=== message_stream_demux ===
Figure 1. The metal 1 layer (message_stream_demux).
Scale: 4 px per um.
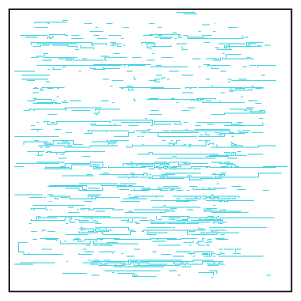

## src/rtl/message_stream_demux_pkg.sv

```systemverilog
// Framing definitions shared by the message stream combiner and demux:
// header flag position, id/length field placement and FSM state encodings.
package message_stream_demux_pkg;

  localparam logic [1:0] ST_IDLE    = 2'd0;
  localparam logic [1:0] ST_PAYLOAD = 2'd1;
  localparam logic [1:0] ST_SKIP    = 2'd2;

  function automatic int hdr_flag_pos(input int wdth);
    return wdth - 1;
  endfunction

  // Stream id field is packed directly below the header flag.
  function automatic int id_msb_pos(input int wdth);
    return wdth - 2;
  endfunction

  function automatic int id_width(input int log_n_streams);
    return log_n_streams;
  endfunction

  function automatic int len_lsb_pos();
    return 0;
  endfunction

  function automatic int len_width(input int log_max_packet_length);
    return log_max_packet_length;
  endfunction

endpackage

```

## src/rtl/message_stream_demux_header_decode.sv

```systemverilog
// Combinational header field extraction for the message stream demux.
module message_header_decode
  import message_stream_demux_pkg::*;
#(
  parameter int WDTH                  = 32,
  parameter int N_STREAMS             = 2,
  parameter int LOG_N_STREAMS         = 1,
  parameter int LOG_MAX_PACKET_LENGTH = 10
) (
  input  logic [WDTH-1:0]                  in_data,
  output logic                             is_header,
  output logic [LOG_N_STREAMS-1:0]         id,
  output logic [LOG_MAX_PACKET_LENGTH-1:0] length,
  output logic                             id_valid
);

  localparam int FLAG_POS = hdr_flag_pos(WDTH);
  localparam int ID_MSB   = id_msb_pos(WDTH);
  localparam int ID_W     = id_width(LOG_N_STREAMS);
  localparam int LEN_LSB  = len_lsb_pos();
  localparam int LEN_W    = len_width(LOG_MAX_PACKET_LENGTH);

  // Bits outside the flag/id/length fields are don't-care.
  logic unused_bits;
  assign unused_bits = ^in_data;

  assign is_header = in_data[FLAG_POS];
  assign id        = in_data[ID_MSB -: ID_W];
  assign length    = in_data[LEN_LSB +: LEN_W];
  assign id_valid  = (int'(id) < N_STREAMS);

endmodule

```

## src/rtl/message_stream_demux.sv

```systemverilog
// Steers framed payload words to one of N_STREAMS channels by header id.
// Define MESSAGE_STREAM_DEMUX_STICKY_ERROR_EN to make error latch until reset.
module message_stream_demux
  import message_stream_demux_pkg::*;
#(
  parameter int WDTH                  = 32,
  parameter int N_STREAMS             = 2,
  parameter int LOG_N_STREAMS         = 1,
  parameter int LOG_MAX_PACKET_LENGTH = 10
) (
  input  logic                 clk,
  input  logic                 rst_n,
  input  logic [WDTH-1:0]      in_data,
  input  logic                 in_nd,
  output logic [WDTH-1:0]      out_data,
  output logic [N_STREAMS-1:0] out_nd,
  output logic                 error
);

  localparam logic [LOG_MAX_PACKET_LENGTH-1:0] CNT_ONE  = LOG_MAX_PACKET_LENGTH'(1);
  localparam logic [LOG_MAX_PACKET_LENGTH-1:0] CNT_ZERO = '0;

  logic                             hdr_is_header;
  logic [LOG_N_STREAMS-1:0]         hdr_id;
  logic [LOG_MAX_PACKET_LENGTH-1:0] hdr_length;
  logic                             hdr_id_valid;

  message_header_decode #(
    .WDTH                 (WDTH),
    .N_STREAMS            (N_STREAMS),
    .LOG_N_STREAMS        (LOG_N_STREAMS),
    .LOG_MAX_PACKET_LENGTH(LOG_MAX_PACKET_LENGTH)
  ) u_header_decode (
    .in_data  (in_data),
    .is_header(hdr_is_header),
    .id       (hdr_id),
    .length   (hdr_length),
    .id_valid (hdr_id_valid)
  );

  logic [1:0]                       state_q, state_d;
  logic [LOG_MAX_PACKET_LENGTH-1:0] count_q, count_d;
  logic [LOG_N_STREAMS-1:0]         id_q, id_d;
  logic [WDTH-1:0]                  out_data_q, out_data_d;
  logic [N_STREAMS-1:0]             out_nd_q, out_nd_d;
  logic                             error_q, error_d;
  logic                             err_now;

  always_comb begin
    state_d    = state_q;
    count_d    = count_q;
    id_d       = id_q;
    out_data_d = out_data_q;
    out_nd_d   = '0;
    err_now    = 1'b0;
    if (in_nd) begin
      if (hdr_is_header) begin
        // A header outside IDLE truncates the current packet; resync on it.
        if (state_q != ST_IDLE) err_now = 1'b1;
        if (!hdr_id_valid) err_now = 1'b1;
        if (hdr_length == CNT_ZERO) begin
          state_d = ST_IDLE;
          count_d = CNT_ZERO;
        end else if (hdr_id_valid) begin
          state_d = ST_PAYLOAD;
          count_d = hdr_length;
          id_d    = hdr_id;
        end else begin
          state_d = ST_SKIP;
          count_d = hdr_length;
        end
      end else begin
        case (state_q)
          ST_PAYLOAD: begin
            out_data_d = in_data;
            for (int k = 0; k < N_STREAMS; k++) begin
              out_nd_d[k] = (id_q == LOG_N_STREAMS'(k));
            end
            count_d = count_q - CNT_ONE;
            if (count_q == CNT_ONE) state_d = ST_IDLE;
          end
          ST_SKIP: begin
            count_d = count_q - CNT_ONE;
            if (count_q == CNT_ONE) state_d = ST_IDLE;
          end
          default: begin
            err_now = 1'b1;
            state_d = ST_IDLE;
          end
        endcase
      end
    end
`ifdef MESSAGE_STREAM_DEMUX_STICKY_ERROR_EN
    error_d = error_q | err_now;
`else
    error_d = err_now;
`endif
  end

  always_ff @(posedge clk) begin
    if (!rst_n) begin
      state_q    <= ST_IDLE;
      count_q    <= '0;
      id_q       <= '0;
      out_data_q <= '0;
      out_nd_q   <= '0;
      error_q    <= 1'b0;
    end else begin
      state_q    <= state_d;
      count_q    <= count_d;
      id_q       <= id_d;
      out_data_q <= out_data_d;
      out_nd_q   <= out_nd_d;
      error_q    <= error_d;
    end
  end

  assign out_data = out_data_q;
  assign out_nd   = out_nd_q;
  assign error    = error_q;

endmodule

```

## config.mk

```make
export PLATFORM = sky130hd
export DESIGN_NAME = message_stream_demux
export DESIGN_NICKNAME = d
export VERILOG_FILES = /design/src/rtl/message_stream_demux_pkg.sv /design/src/rtl/message_stream_demux_header_decode.sv /design/src/rtl/message_stream_demux.sv
export SDC_FILE = /design/constraint.sdc
export NUM_CORES = 1
export LEC_CHECK = 0
export CAP_MARGIN = 20
export CORE_MARGIN = 2
export CORE_UTILIZATION = 44
export CTS_CLUSTER_SIZE = 10
export DETAILED_ROUTE_END_ITERATION = 10
export GPL_TIMING_DRIVEN = 0
export PLACE_DENSITY_LB_ADDON = 0.05
export SLEW_MARGIN = 10
export SYNTH_ARGS = -nofsm -noshare
export SYNTH_HDL_FRONTEND = slang
export SYNTH_SLANG_ARGS = --single-unit
export TNS_END_PERCENT = 10
```

## constraint.sdc

```tcl
create_clock -name clk -period 1.7 [get_ports clk]
set_input_delay 0.17 -clock clk [delete_from_list [all_inputs] [get_ports clk]]
set_output_delay 0.17 -clock clk [all_outputs]
set_load 0.005 [all_outputs]
```

=== mem_bus_arbiter ===
[src/rtl/mem_bus_arbiter_pkg.sv]
// Shared definitions for the memory bus arbiter: FSM state encoding,
// MUXAddressBus select values and grant identifiers.
package mem_bus_arbiter_pkg;

  // Arbiter FSM states (2-bit encoding shared with MemoryControl)
  typedef enum logic [1:0] {
    ST_IDLE  = 2'd0,
    ST_FETCH = 2'd1,
    ST_DATA  = 2'd2,
    ST_ACK   = 2'd3
  } state_e;

  // MUXAddressBus select: 1 = 8-bit fetch address, 0 = 16-bit data address
  localparam logic ADDR_SEL_FETCH = 1'b1;
  localparam logic ADDR_SEL_DATA  = 1'b0;

  // Requester that last won arbitration
  typedef enum logic {
    GRANT_DATA  = 1'b0,
    GRANT_FETCH = 1'b1
  } grant_e;

endpackage

[src/rtl/bus_timeout_ctr.sv]
// Per-transaction timeout counter.
// Ports: clk, rst_n (async active-low), clr (synchronous clear to 0),
//        en (count up), expire (registered, high while count == TIMEOUT-1).
module bus_timeout_ctr #(
  parameter int unsigned TIMEOUT = 15
) (
  input  logic clk,
  input  logic rst_n,
  input  logic clr,
  input  logic en,
  output logic expire
);

  localparam int unsigned CTR_W = $clog2(TIMEOUT + 1);
  localparam logic [CTR_W-1:0] LAST = CTR_W'(TIMEOUT - 1);

  logic [CTR_W-1:0] cnt;

  // expire is computed from the next count so it is a flop, not a compare on the output
  always_ff @(posedge clk or negedge rst_n) begin
    if (!rst_n) begin
      cnt    <= '0;
      expire <= 1'b0;
    end else if (clr) begin
      cnt    <= '0;
      expire <= 1'b0;
    end else if (en) begin
      cnt    <= cnt + CTR_W'(1);
      expire <= ((cnt + CTR_W'(1)) == LAST);
    end
  end

endmodule

[src/rtl/mem_bus_arbiter.sv]
// Round-robin arbiter sharing one memory port between instruction fetch and
// data access, with request/ready handshake and per-transaction timeout.
// Ports:
//   clk, rst_n                      clock, async active-low reset
//   f_req / f_ack / f_rdata         fetch requester handshake and read data
//   d_req / d_we / d_wdata          data requester request, direction, write data
//   d_ack / d_rdata                 data completion and read data
//   err                             timeout flag, valid with the ack
//   addr_sel                        MUXAddressBus select (1 fetch, 0 data)
//   mem_req / mem_we / mem_wdata    memory command
//   mem_rdata / mem_ready           memory response
module mem_bus_arbiter
  import mem_bus_arbiter_pkg::*;
#(
  parameter int unsigned DATA_W  = 32,
  parameter int unsigned TIMEOUT = 15
) (
  input  logic              clk,
  input  logic              rst_n,
  input  logic              f_req,
  output logic              f_ack,
  output logic [DATA_W-1:0] f_rdata,
  input  logic              d_req,
  input  logic              d_we,
  input  logic [DATA_W-1:0] d_wdata,
  output logic              d_ack,
  output logic [DATA_W-1:0] d_rdata,
  output logic              err,
  output logic              addr_sel,
  output logic              mem_req,
  output logic              mem_we,
  output logic [DATA_W-1:0] mem_wdata,
  input  logic [DATA_W-1:0] mem_rdata,
  input  logic              mem_ready
);

  state_e state_q, state_d;
  grant_e last_grant_q, last_grant_d;

  logic grant_fetch;
  logic ctr_clr, ctr_en, ctr_expire;
  logic mem_req_d, mem_we_d, addr_sel_d, f_ack_d, d_ack_d, err_d;
  logic [DATA_W-1:0] mem_wdata_d, f_rdata_d, d_rdata_d;

  // Fetch wins when alone, or on a tie when data was served last
  assign grant_fetch = f_req && (!d_req || (last_grant_q == GRANT_DATA));

  bus_timeout_ctr #(
    .TIMEOUT(TIMEOUT)
  ) u_timeout (
    .clk    (clk),
    .rst_n  (rst_n),
    .clr    (ctr_clr),
    .en     (ctr_en),
    .expire (ctr_expire)
  );

  // State and registered outputs
  always_ff @(posedge clk or negedge rst_n) begin
    if (!rst_n) begin
      state_q      <= ST_IDLE;
      last_grant_q <= GRANT_DATA;
      mem_req      <= 1'b0;
      mem_we       <= 1'b0;
      mem_wdata    <= '0;
      addr_sel     <= 1'b0;
      f_ack        <= 1'b0;
      d_ack        <= 1'b0;
      err          <= 1'b0;
      f_rdata      <= '0;
      d_rdata      <= '0;
    end else begin
      state_q      <= state_d;
      last_grant_q <= last_grant_d;
      mem_req      <= mem_req_d;
      mem_we       <= mem_we_d;
      mem_wdata    <= mem_wdata_d;
      addr_sel     <= addr_sel_d;
      f_ack        <= f_ack_d;
      d_ack        <= d_ack_d;
      err          <= err_d;
      f_rdata      <= f_rdata_d;
      d_rdata      <= d_rdata_d;
    end
  end

  // Next state and next output values
  always_comb begin
    state_d      = state_q;
    last_grant_d = last_grant_q;
    mem_req_d    = mem_req;
    mem_we_d     = mem_we;
    mem_wdata_d  = mem_wdata;
    addr_sel_d   = addr_sel;
    f_rdata_d    = f_rdata;
    d_rdata_d    = d_rdata;
    f_ack_d      = 1'b0;
    d_ack_d      = 1'b0;
    err_d        = 1'b0;
    ctr_clr      = 1'b0;
    ctr_en       = 1'b0;

    unique case (state_q)
      ST_IDLE: begin
        if (f_req || d_req) begin
          mem_req_d = 1'b1;
          ctr_clr   = 1'b1;
          if (grant_fetch) begin
            state_d      = ST_FETCH;
            last_grant_d = GRANT_FETCH;
            addr_sel_d   = ADDR_SEL_FETCH;
            mem_we_d     = 1'b0;
          end else begin
            state_d      = ST_DATA;
            last_grant_d = GRANT_DATA;
            addr_sel_d   = ADDR_SEL_DATA;
            mem_we_d     = d_we;
            mem_wdata_d  = d_wdata;
          end
        end
      end

      ST_FETCH, ST_DATA: begin
        if (mem_ready) begin
          // Ready in the expire cycle still counts as success
          if (state_q == ST_FETCH) begin
            f_rdata_d = mem_rdata;
          end else if (!mem_we) begin
            d_rdata_d = mem_rdata;
          end
          mem_req_d = 1'b0;
          mem_we_d  = 1'b0;
          f_ack_d   = (state_q == ST_FETCH);
          d_ack_d   = (state_q == ST_DATA);
          state_d   = ST_ACK;
        end else if (ctr_expire) begin
          if (state_q == ST_FETCH) begin
            f_rdata_d = '0;
          end else begin
            d_rdata_d = '0;
          end
          mem_req_d = 1'b0;
          mem_we_d  = 1'b0;
          f_ack_d   = (state_q == ST_FETCH);
          d_ack_d   = (state_q == ST_DATA);
          err_d     = 1'b1;
          state_d   = ST_ACK;
        end else begin
          ctr_en = 1'b1;
        end
      end

      ST_ACK: begin
        state_d = ST_IDLE;
      end

      default: begin
        state_d = ST_IDLE;
      end
    endcase
  end

endmodule

[config.mk]
export PLATFORM = sky130hd
export DESIGN_NAME = mem_bus_arbiter
export DESIGN_NICKNAME = d
export VERILOG_FILES = /design/src/rtl/mem_bus_arbiter_pkg.sv /design/src/rtl/bus_timeout_ctr.sv /design/src/rtl/mem_bus_arbiter.sv
export SDC_FILE = /design/constraint.sdc
export NUM_CORES = 1
export LEC_CHECK = 0
export CAP_MARGIN = 20
export CORE_ASPECT_RATIO = 0.8
export CORE_MARGIN = 3
export CORE_UTILIZATION = 47
export DETAILED_ROUTE_END_ITERATION = 12
export PLACE_DENSITY_LB_ADDON = 0.2
export SKIP_LAST_GASP = 1
export SYNTH_ARGS = -nofsm -noshare
export SYNTH_HDL_FRONTEND = slang
export SYNTH_SLANG_ARGS = --single-unit
[constraint.sdc]
create_clock -name clk -period 5 [get_ports clk]
set_input_delay 1 -clock clk [delete_from_list [all_inputs] [get_ports clk]]
set_output_delay 1 -clock clk [all_outputs]
set_load 0.01 [all_outputs]
=== pc_fetch_flat ===
File: config.mk
export PLATFORM = sky130hd
export DESIGN_NAME = pc_fetch_flat
export DESIGN_NICKNAME = d
export VERILOG_FILES = /design/src/rtl/pc_fetch_if.sv /design/src/rtl/pc_fetch.sv /design/src/flat_wrapper.sv
export SDC_FILE = /design/constraint.sdc
export NUM_CORES = 1
export LEC_CHECK = 0
export CAP_MARGIN = 10
export CORE_MARGIN = 4
export CORE_UTILIZATION = 25
export CTS_BUF_LIST = sky130_fd_sc_hd__clkbuf_16
export DETAILED_ROUTE_END_ITERATION = 10
export PLACE_DENSITY = 0.46
export SYNTH_ARGS = -nofsm -noshare
export SYNTH_HDL_FRONTEND = slang
export SYNTH_SLANG_ARGS = --single-unit
export TNS_END_PERCENT = 5
File: constraint.sdc
create_clock -name clk -period 2.2 [get_ports clk]
set_input_delay 0.44 -clock clk [delete_from_list [all_inputs] [get_ports clk]]
set_output_delay 0.44 -clock clk [all_outputs]
set_load 0.02 [all_outputs]
File: src/rtl/pc_fetch_if.sv
// ----------------------------------------------------------------------------
// pc_fetch_if: instruction-memory req/gnt/rvalid bus between fetch and imem.
// Rev 1.0
// ----------------------------------------------------------------------------
`default_nettype none

interface pc_fetch_if;
  logic        inst_req;
  logic [31:0] inst_addr;
  logic        inst_gnt;
  logic        inst_rvalid;
  logic [31:0] inst_rdata;

  modport master (
    output inst_req,
    output inst_addr,
    input  inst_gnt,
    input  inst_rvalid,
    input  inst_rdata
  );

  modport slave (
    input  inst_req,
    input  inst_addr,
    output inst_gnt,
    output inst_rvalid,
    output inst_rdata
  );
endinterface

`default_nettype wire

File: src/rtl/pc_fetch.sv
// ----------------------------------------------------------------------------
// pc_fetch: PC owner and one-outstanding fetch FSM feeding IF/ID; optional
// misaligned-branch exception enabled by IF_ALIGN_EXC_EN.       Rev 1.0
// ----------------------------------------------------------------------------
`default_nettype none

module pc_fetch #(
  parameter logic [31:0] RESET_PC = 32'h0000_0000
) (
  input  wire logic        clk,
  input  wire logic        rst,
  input  wire logic        stall,
  input  wire logic        branch_flag,
  input  wire logic [31:0] branch_target,
  pc_fetch_if.master       imem,
  output logic [31:0]      pc,
  output logic [31:0]      pc_inst,
  output logic             if_valid
`ifdef IF_ALIGN_EXC_EN
  ,
  output logic             if_adel
`endif
);

  localparam logic [1:0] S_RST  = 2'd0;
  localparam logic [1:0] S_REQ  = 2'd1;
  localparam logic [1:0] S_WAIT = 2'd2;
  localparam logic [1:0] S_HOLD = 2'd3;

  logic [1:0]  state;
  logic [31:0] fetch_pc;
  logic [31:0] req_pc;
  logic [31:0] addr_q;
  logic [31:0] hold_inst;
  logic        kill;
  logic        redirect_pend;
  logic        parked;
  logic [31:0] tgt;
  logic        bad;
  logic        hs;

`ifdef IF_ALIGN_EXC_EN
  assign tgt = branch_target;
  assign bad = |branch_target[1:0];
`else
  logic unused_tgt_bits;
  assign tgt             = {branch_target[31:2], 2'b00};
  assign bad             = 1'b0;
  assign unused_tgt_bits = ^branch_target[1:0];
`endif

  assign imem.inst_req  = (state == S_REQ) && !parked;
  assign imem.inst_addr = addr_q;
  assign hs             = imem.inst_req && imem.inst_gnt;

  always_ff @(posedge clk or negedge rst) begin
    if (!rst) begin
      state         <= S_RST;
      fetch_pc      <= RESET_PC;
      req_pc        <= 32'h0;
      addr_q        <= 32'h0;
      hold_inst     <= 32'h0;
      kill          <= 1'b0;
      redirect_pend <= 1'b0;
      parked        <= 1'b0;
      pc            <= 32'h0;
      pc_inst       <= 32'h0;
      if_valid      <= 1'b0;
`ifdef IF_ALIGN_EXC_EN
      if_adel       <= 1'b0;
`endif
    end else begin
      pc_inst  <= 32'h0;
      if_valid <= 1'b0;
`ifdef IF_ALIGN_EXC_EN
      if_adel  <= 1'b0;
`endif
      // A redirect always retargets fetch_pc; per-state handling below only
      // decides what happens to the request or data currently in flight.
      if (branch_flag) begin
        fetch_pc <= tgt;
        parked   <= bad;
`ifdef IF_ALIGN_EXC_EN
        if (bad) begin
          pc      <= branch_target;
          if_adel <= 1'b1;
        end
`endif
      end

      case (state)
        S_RST: begin
          state  <= S_REQ;
          addr_q <= branch_flag ? tgt : fetch_pc;
        end

        S_REQ: begin
          if (hs) begin
            state         <= S_WAIT;
            req_pc        <= addr_q;
            redirect_pend <= 1'b0;
            kill          <= branch_flag || redirect_pend;
            if (!branch_flag && !redirect_pend)
              fetch_pc <= fetch_pc + 32'd4;
          end else if (branch_flag) begin
            // An ungranted request must keep its address; retarget after it.
            if (imem.inst_req && !bad) begin
              redirect_pend <= 1'b1;
            end else begin
              addr_q        <= tgt;
              redirect_pend <= 1'b0;
            end
          end
        end

        S_WAIT: begin
          if (branch_flag) begin
            if (imem.inst_rvalid) begin
              state  <= S_REQ;
              addr_q <= tgt;
              kill   <= 1'b0;
            end else begin
              kill <= 1'b1;
            end
          end else if (imem.inst_rvalid) begin
            if (kill) begin
              kill   <= 1'b0;
              state  <= S_REQ;
              addr_q <= fetch_pc;
            end else if (!stall) begin
              pc       <= req_pc;
              pc_inst  <= imem.inst_rdata;
              if_valid <= 1'b1;
              state    <= S_REQ;
              addr_q   <= fetch_pc;
            end else begin
              hold_inst <= imem.inst_rdata;
              state     <= S_HOLD;
            end
          end
        end

        S_HOLD: begin
          if (branch_flag) begin
            state  <= S_REQ;
            addr_q <= tgt;
          end else if (!stall) begin
            pc       <= req_pc;
            pc_inst  <= hold_inst;
            if_valid <= 1'b1;
            state    <= S_REQ;
            addr_q   <= fetch_pc;
          end
        end

        default: state <= S_RST;
      endcase
    end
  end

endmodule

`default_nettype wire

File: src/flat_wrapper.sv
// flat-port wrapper written by rule: the top's interface ports become plain ports
module pc_fetch_flat 
#(
  parameter logic [31:0] RESET_PC = 32'h0000_0000
)
  (clk, rst, stall, branch_flag, branch_target, pc, pc_inst, if_valid, imem_inst_req, imem_inst_addr, imem_inst_gnt, imem_inst_rvalid, imem_inst_rdata);
  pc_fetch_if imem_i ();
  input  wire logic clk;
  input  wire logic rst;
  input  wire logic stall;
  input  wire logic branch_flag;
  input  wire logic [31:0] branch_target;
  output logic [31:0] pc;
  output logic [31:0] pc_inst;
  output logic if_valid;
  output wire logic [$bits(imem_i.inst_req)-1:0] imem_inst_req;
  output wire logic [$bits(imem_i.inst_addr)-1:0] imem_inst_addr;
  input wire logic [$bits(imem_i.inst_gnt)-1:0] imem_inst_gnt;
  input wire logic [$bits(imem_i.inst_rvalid)-1:0] imem_inst_rvalid;
  input wire logic [$bits(imem_i.inst_rdata)-1:0] imem_inst_rdata;
  assign imem_inst_req = imem_i.inst_req;
  assign imem_inst_addr = imem_i.inst_addr;
  assign imem_i.inst_gnt = imem_inst_gnt;
  assign imem_i.inst_rvalid = imem_inst_rvalid;
  assign imem_i.inst_rdata = imem_inst_rdata;
  pc_fetch #(.RESET_PC(RESET_PC)) u_core (.clk(clk), .rst(rst), .stall(stall), .branch_flag(branch_flag), .branch_target(branch_target), .imem(imem_i), .pc(pc), .pc_inst(pc_inst), .if_valid(if_valid));
endmodule
Figure 2. Placement density heat map (pc_fetch_flat).
Scale: 1.5 px per um. 19 x 19 tiles, from dark purple (low) to yellow (high), 0 to 100% covered.
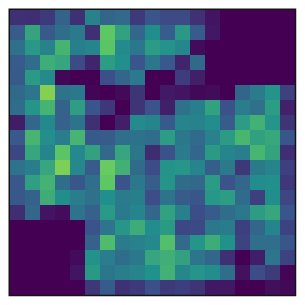
fullest tile = 81%
nearly empty tiles = 18%
emptiest ninth of the die = top right
mean over tiles = 30%
tiles over 75% full = 0.80%
core area: 32,600 um^2
Util after Layout: 35.1%

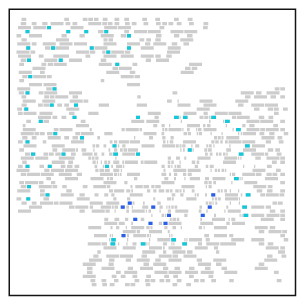
Figure 3: pc_fetch_flat, gate-type map.
Scale: 1.5 px per um.
xor and xnor cells -> blue  # cells 11, most used xnor2_1, where bottom middle
non-inverting ao/oa cells -> cyan  # cells 54, most used a22o_1, where spread over the die

==> Slide: Implementation Results, pc_fetch_flat <==
Run Summary

Final timing
  – Fin worst setup slack: ~0.13 ns
  – Worst Tran Pin Value: about 0.50 ns
  – Final Max Tran Viols: 0

Critical path
  – Crit path arrival time: between 2 and 2.5 ns
  – Worst setup startpoint: u_core.state[0]
  – Worst-path fanout max: 14
  – CP max-delay cell: dfrtp_1
  – Worst-path cell chain: inv_1 -> ha_1 -> nor2b_1 -> a211o_1 -> nand2b_1 -> buf_12 -> a221o_1

Power and ir drop
  – Switch Pwr: 4.27 mW
  – Top power group: registers
  – Share of power burned in registers: about 40%
  – Combinational cell fraction of total power: about a third

Place
  – Placed Area: between 10,000 and 15,000 um^2

Final layout
  – Post-route insts no fill: 1,301
  – Buffering overhead: a little under a fifth
  – Combinational Gates: just under 400
  – Sequential Area: 4930 um^2

Yosys
  – Post-Syn Area: ~8300 um^2
  – Yosys Instances: between 600 and 700
  – Post-Syn Area per Cell: about 13 um^2
  – Largest family of logic cells by area: multiplexers

Floorplanning
  – Rows: 66

CTS
  – Post-CTS setup buffer count: 0
  – Clk pin slew, worst setup/hold paths: roughly 0.080 ns

Run status
  – Status: completed

Global routing
  – First-pass GRT wire length: around 36,000 um
## pc_fetch_flat: routing by layer
layer / vias to the layer above / wire length (um) / global-route usage [%]
li1: 2783 / - / -
met1: 2945 / 10100 / 16.9
met2: 145 / 10400 / 20.1
met3: 15 / 1970 / 5.23
met4: 4 / 215 / 3.53
met5: - / 26 / 0
## pc_fetch_flat: critical path: cells and delay by family, from the launching register on
family                   cells  cell delay, ns
flip-flops                   1            0.47
buffers and inverters        2            0.26
adder cells (fa/ha/maj)      1            0.26
AND-OR/OR-AND                2            0.53
AND/OR/NAND/NOR              2            0.40
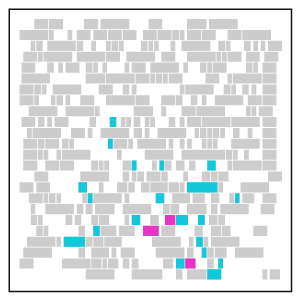
Figure 4: message_stream_demux, gate-type map.
Scale: 4 px per um.
non-inverting ao/oa cells -> magenta  # cells 3
nor cells -> cyan  # cells 20, most used nor2_1

About Figure 1:
longest straight run = 21.2 um
share of all routed wire = 46%
final wirelength: 5050 um
via count: 1,941
GR Util met1: 28.2%

==> Slide: Implementation Results, message_stream_demux <==
Run Summary

Run status
  – Status: completed

CTS
  – Clk pin slew, worst setup/hold paths: 0.09 ns
  – Post-CTS setup buffer count: 0

Yosys
  – Top cells by area: dfxtp_1, nand2_1, a21oi_1
  – Synth Warn #: 0
  – Post-Syn Area: about 1900 um^2

Final layout
  – Logic inverters: 5
  – Clkbuf count: 6
  – Max FFs per register: 31
  – Fillers: approximately 400
  – Antenna Diode Count: 0
  – Combinational Gates: 177
  – Cell area after layout: 2810 um^2
  – Plain + repair buffers: around 85

Global routing
  – Grt total ovfl: 0
  – Largest net degree at the start of global routing: 15
  – First-pass GRT wire length: 8720 um
  – GRT Total Usage: 22.2%

Critical path
  – R2R setup slack: around 0.11 ns
  – Crit path arrival time: between 1.5 and 2 ns
  – Worst-path cell chain: inv_1 -> ha_1 -> or3b_4 -> or3_1 -> a31oi_1
  – Crit path buffers/inverters: 1

Power and ir drop
  – Top power group: registers
  – Leakage: ~0.99 nW
  – Combinational cell fraction of total power: about 16%
  – Total power: about 2.3 mW
  – Clock Power Share: 35.1%

Flow run
  – Max_cap viols: 0
  – OpenROAD warning count: 28

Floorplanning
  – Chip width: roughly 70 um
  – Well Taps: approximately 52
  – DIE AREA: around 5000 um^2
  – Top Ports: 70

Final timing
  – Fin worst setup slack: roughly 0.11 ns
  – Final setup violation count: 0
  – Final Max Tran Viols: 0
  – Clock Skews: 0.00735 ns
  – Setup TNS Final: 0 ns

Hold path
  – Hold crit path type: in -> reg

Drt
  – Met2 Wirelength: 2350 um
  – 1st-iter DRT viols: between 100 and 150
-- message_stream_demux: what timing repair did --
item	4_1_cts	5_1_grt
resized	9	7
pin swaps	0	2
gates cloned	0	0
endpoints found under the setup margin	9	17
-- message_stream_demux: logic make-up (layout without fill, tap and decap cells) --
logic type | count (synthesis) | count (layout) | synth area share [%]
AND-OR/OR-AND | 65 | 65 | 18.9
other | 1 | 1 | 0.195
adder cells (fa/ha/maj) | 4 | 4 | 2.60
flip-flops | 46 | 46 | 47.8
buffers and inverters | 23 | 98 | 4.74
AND/OR/NAND/NOR | 105 | 105 | 24.7
multiplexers | 2 | 2 | 1.04
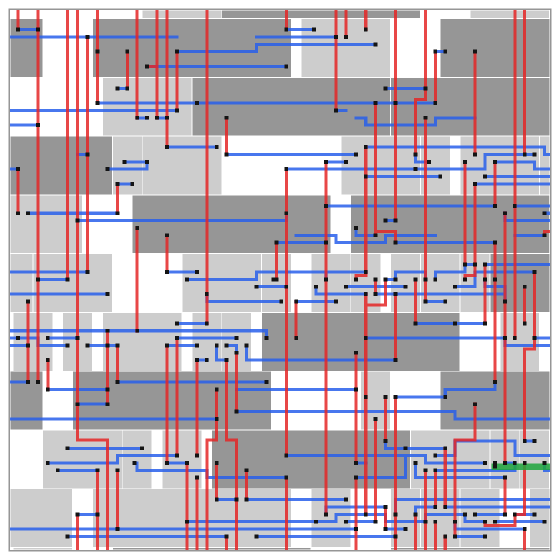
Figure 5: mem_bus_arbiter, layout detail.
Region (73, 57) to (98, 82) um. Cells in grey, sequential cells in the stronger grey; small squares are vias.
metal 3 -> green
metal 1 -> blue
metal 2 -> red
most frequent = nand2_1 (11), dfrtp_1 (11), o21ai_0 (8)
sequential cells in the window = 11
cells with their middle in the window = 47
netlist names of flops here include = d_rdata (5), f_rdata (5)

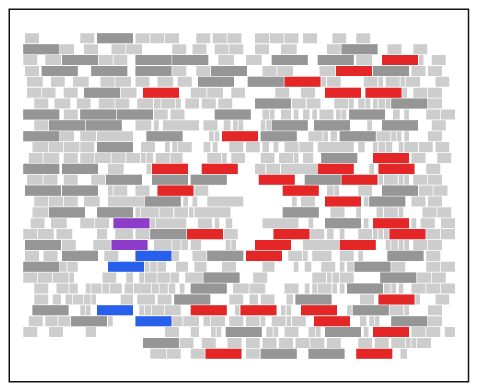
Figure 6: mem_bus_arbiter, sequential cells coloured by netlist name.
Scale: 4 px per um. Other sequential cells in the stronger grey, the rest of the logic in the fainter grey.
state_q -> purple  # sequential cells 2
u_timeout.cnt -> blue  # sequential cells 4, where bottom left
d_rdata -> red  # sequential cells 32
not coloured = 71

==> Slide: Implementation Results, mem_bus_arbiter <==
Run Summary

Yosys
  – Yosys cell types: 31
  – Post-Syn Area: around 4400 um^2
  – Adder Share, Synth: approximately 1.7%
  – Largest family of logic cells by area: multiplexers
  – Largest area contributor in the netlist: dfrtp_1
  – Xor/xnor share: less than 1%
  – Synth top cell by count: dfrtp_1

Global routing
  – First-pass GRT wire length: 17,300 um
  – Busiest metal layer after global routing: met2
  – Met2 usage: ~33%
  – Grt total ovfl: 0

Critical path
  – Reg-to-Reg Start: state_q[0]
  – Critical Path Start Type: input port
  – Worst-path fanout max: 32
  – Critical path depth in cells: 4

Drt
  – Routed length per placed instance: approximately 16 um
  – Initial DRT Pass Iterations: 4
  – Antenna-violating nets left: 0
  – Via density: 4.96

Final timing
  – Hold WS: 0.487 ns
  – Cycle use final: around three fifths
  – Final setup violation count: 0
  – Worst Tran Pin Value: around 1.0 ns
  – Slew HR: about a third

CTS
  – Clk pin slew, worst setup/hold paths: 0.07 ns
  – Clock latency (worst-skew pair): between 0.3 and 0.4 ns
  – Clock root buffer: clkbuf_16

Final layout
  – Comb area: ~1500 um^2
  – Antenna Diode Count: 0
  – Util after Layout: between 70 and 80%
  – Sequential Area: 2730 um^2

Power and ir drop
  – Top power group: combinational logic
  – Clock net power: between 0.6 and 0.7 mW
  – PD cells: 604 nW/um^2

Floorplanning
  – DIE AREA: 10,600 um^2
  – FP Core Util: roughly half
  – Rows: 30

Place
  – Placed Area: 6220 um^2

Run status
  – Status: completed
## mem_bus_arbiter: cells in the final DEF, fill, tap and decap left out, types with 2 or more instances in the layout
cell	synthesis	layout
o2bb2ai_1	2	2
nand2_1	66	65
and2_1	3	3
a21o_1	2	2
ha_1	6	6
inv_1	35	35
clkinv_4	0	2
nand2b_1	2	2
nand3_1	2	2
buf_4	3	5
mux2i_1	33	33
nor2_1	4	4
xnor2_1	2	2
clkbuf_16	0	9
a21oi_1	5	5
o21a_1	2	2
dfrtp_1	109	109
o21ai_0	33	33
clkdlybuf4s50_1	0	170
xor2_1	2	2
mux2_2	36	36

==> notes/layouts.md <==
Pictures saved along the way, in no particular order.

Track usage over the die.
(a)
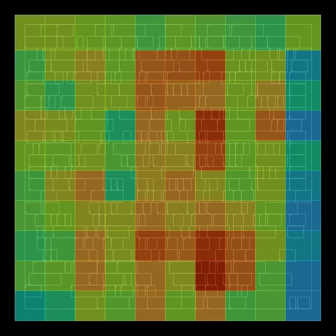
(b)
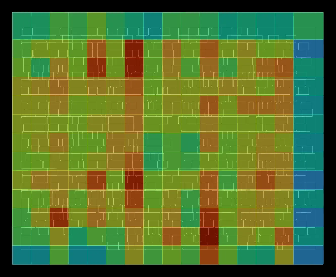
(c)
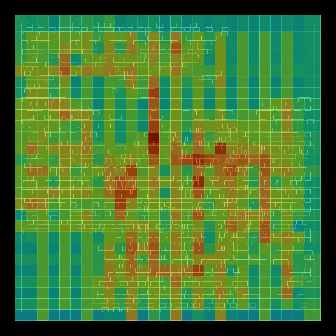
| from | picture |
|---|---|
| pc_fetch_flat | (c) |
| message_stream_demux | (a) |
| mem_bus_arbiter | (b) |
- lowest track usage: (c)
- lowest utilization: (c)


Power is estimated from default activity; no workload was simulated.
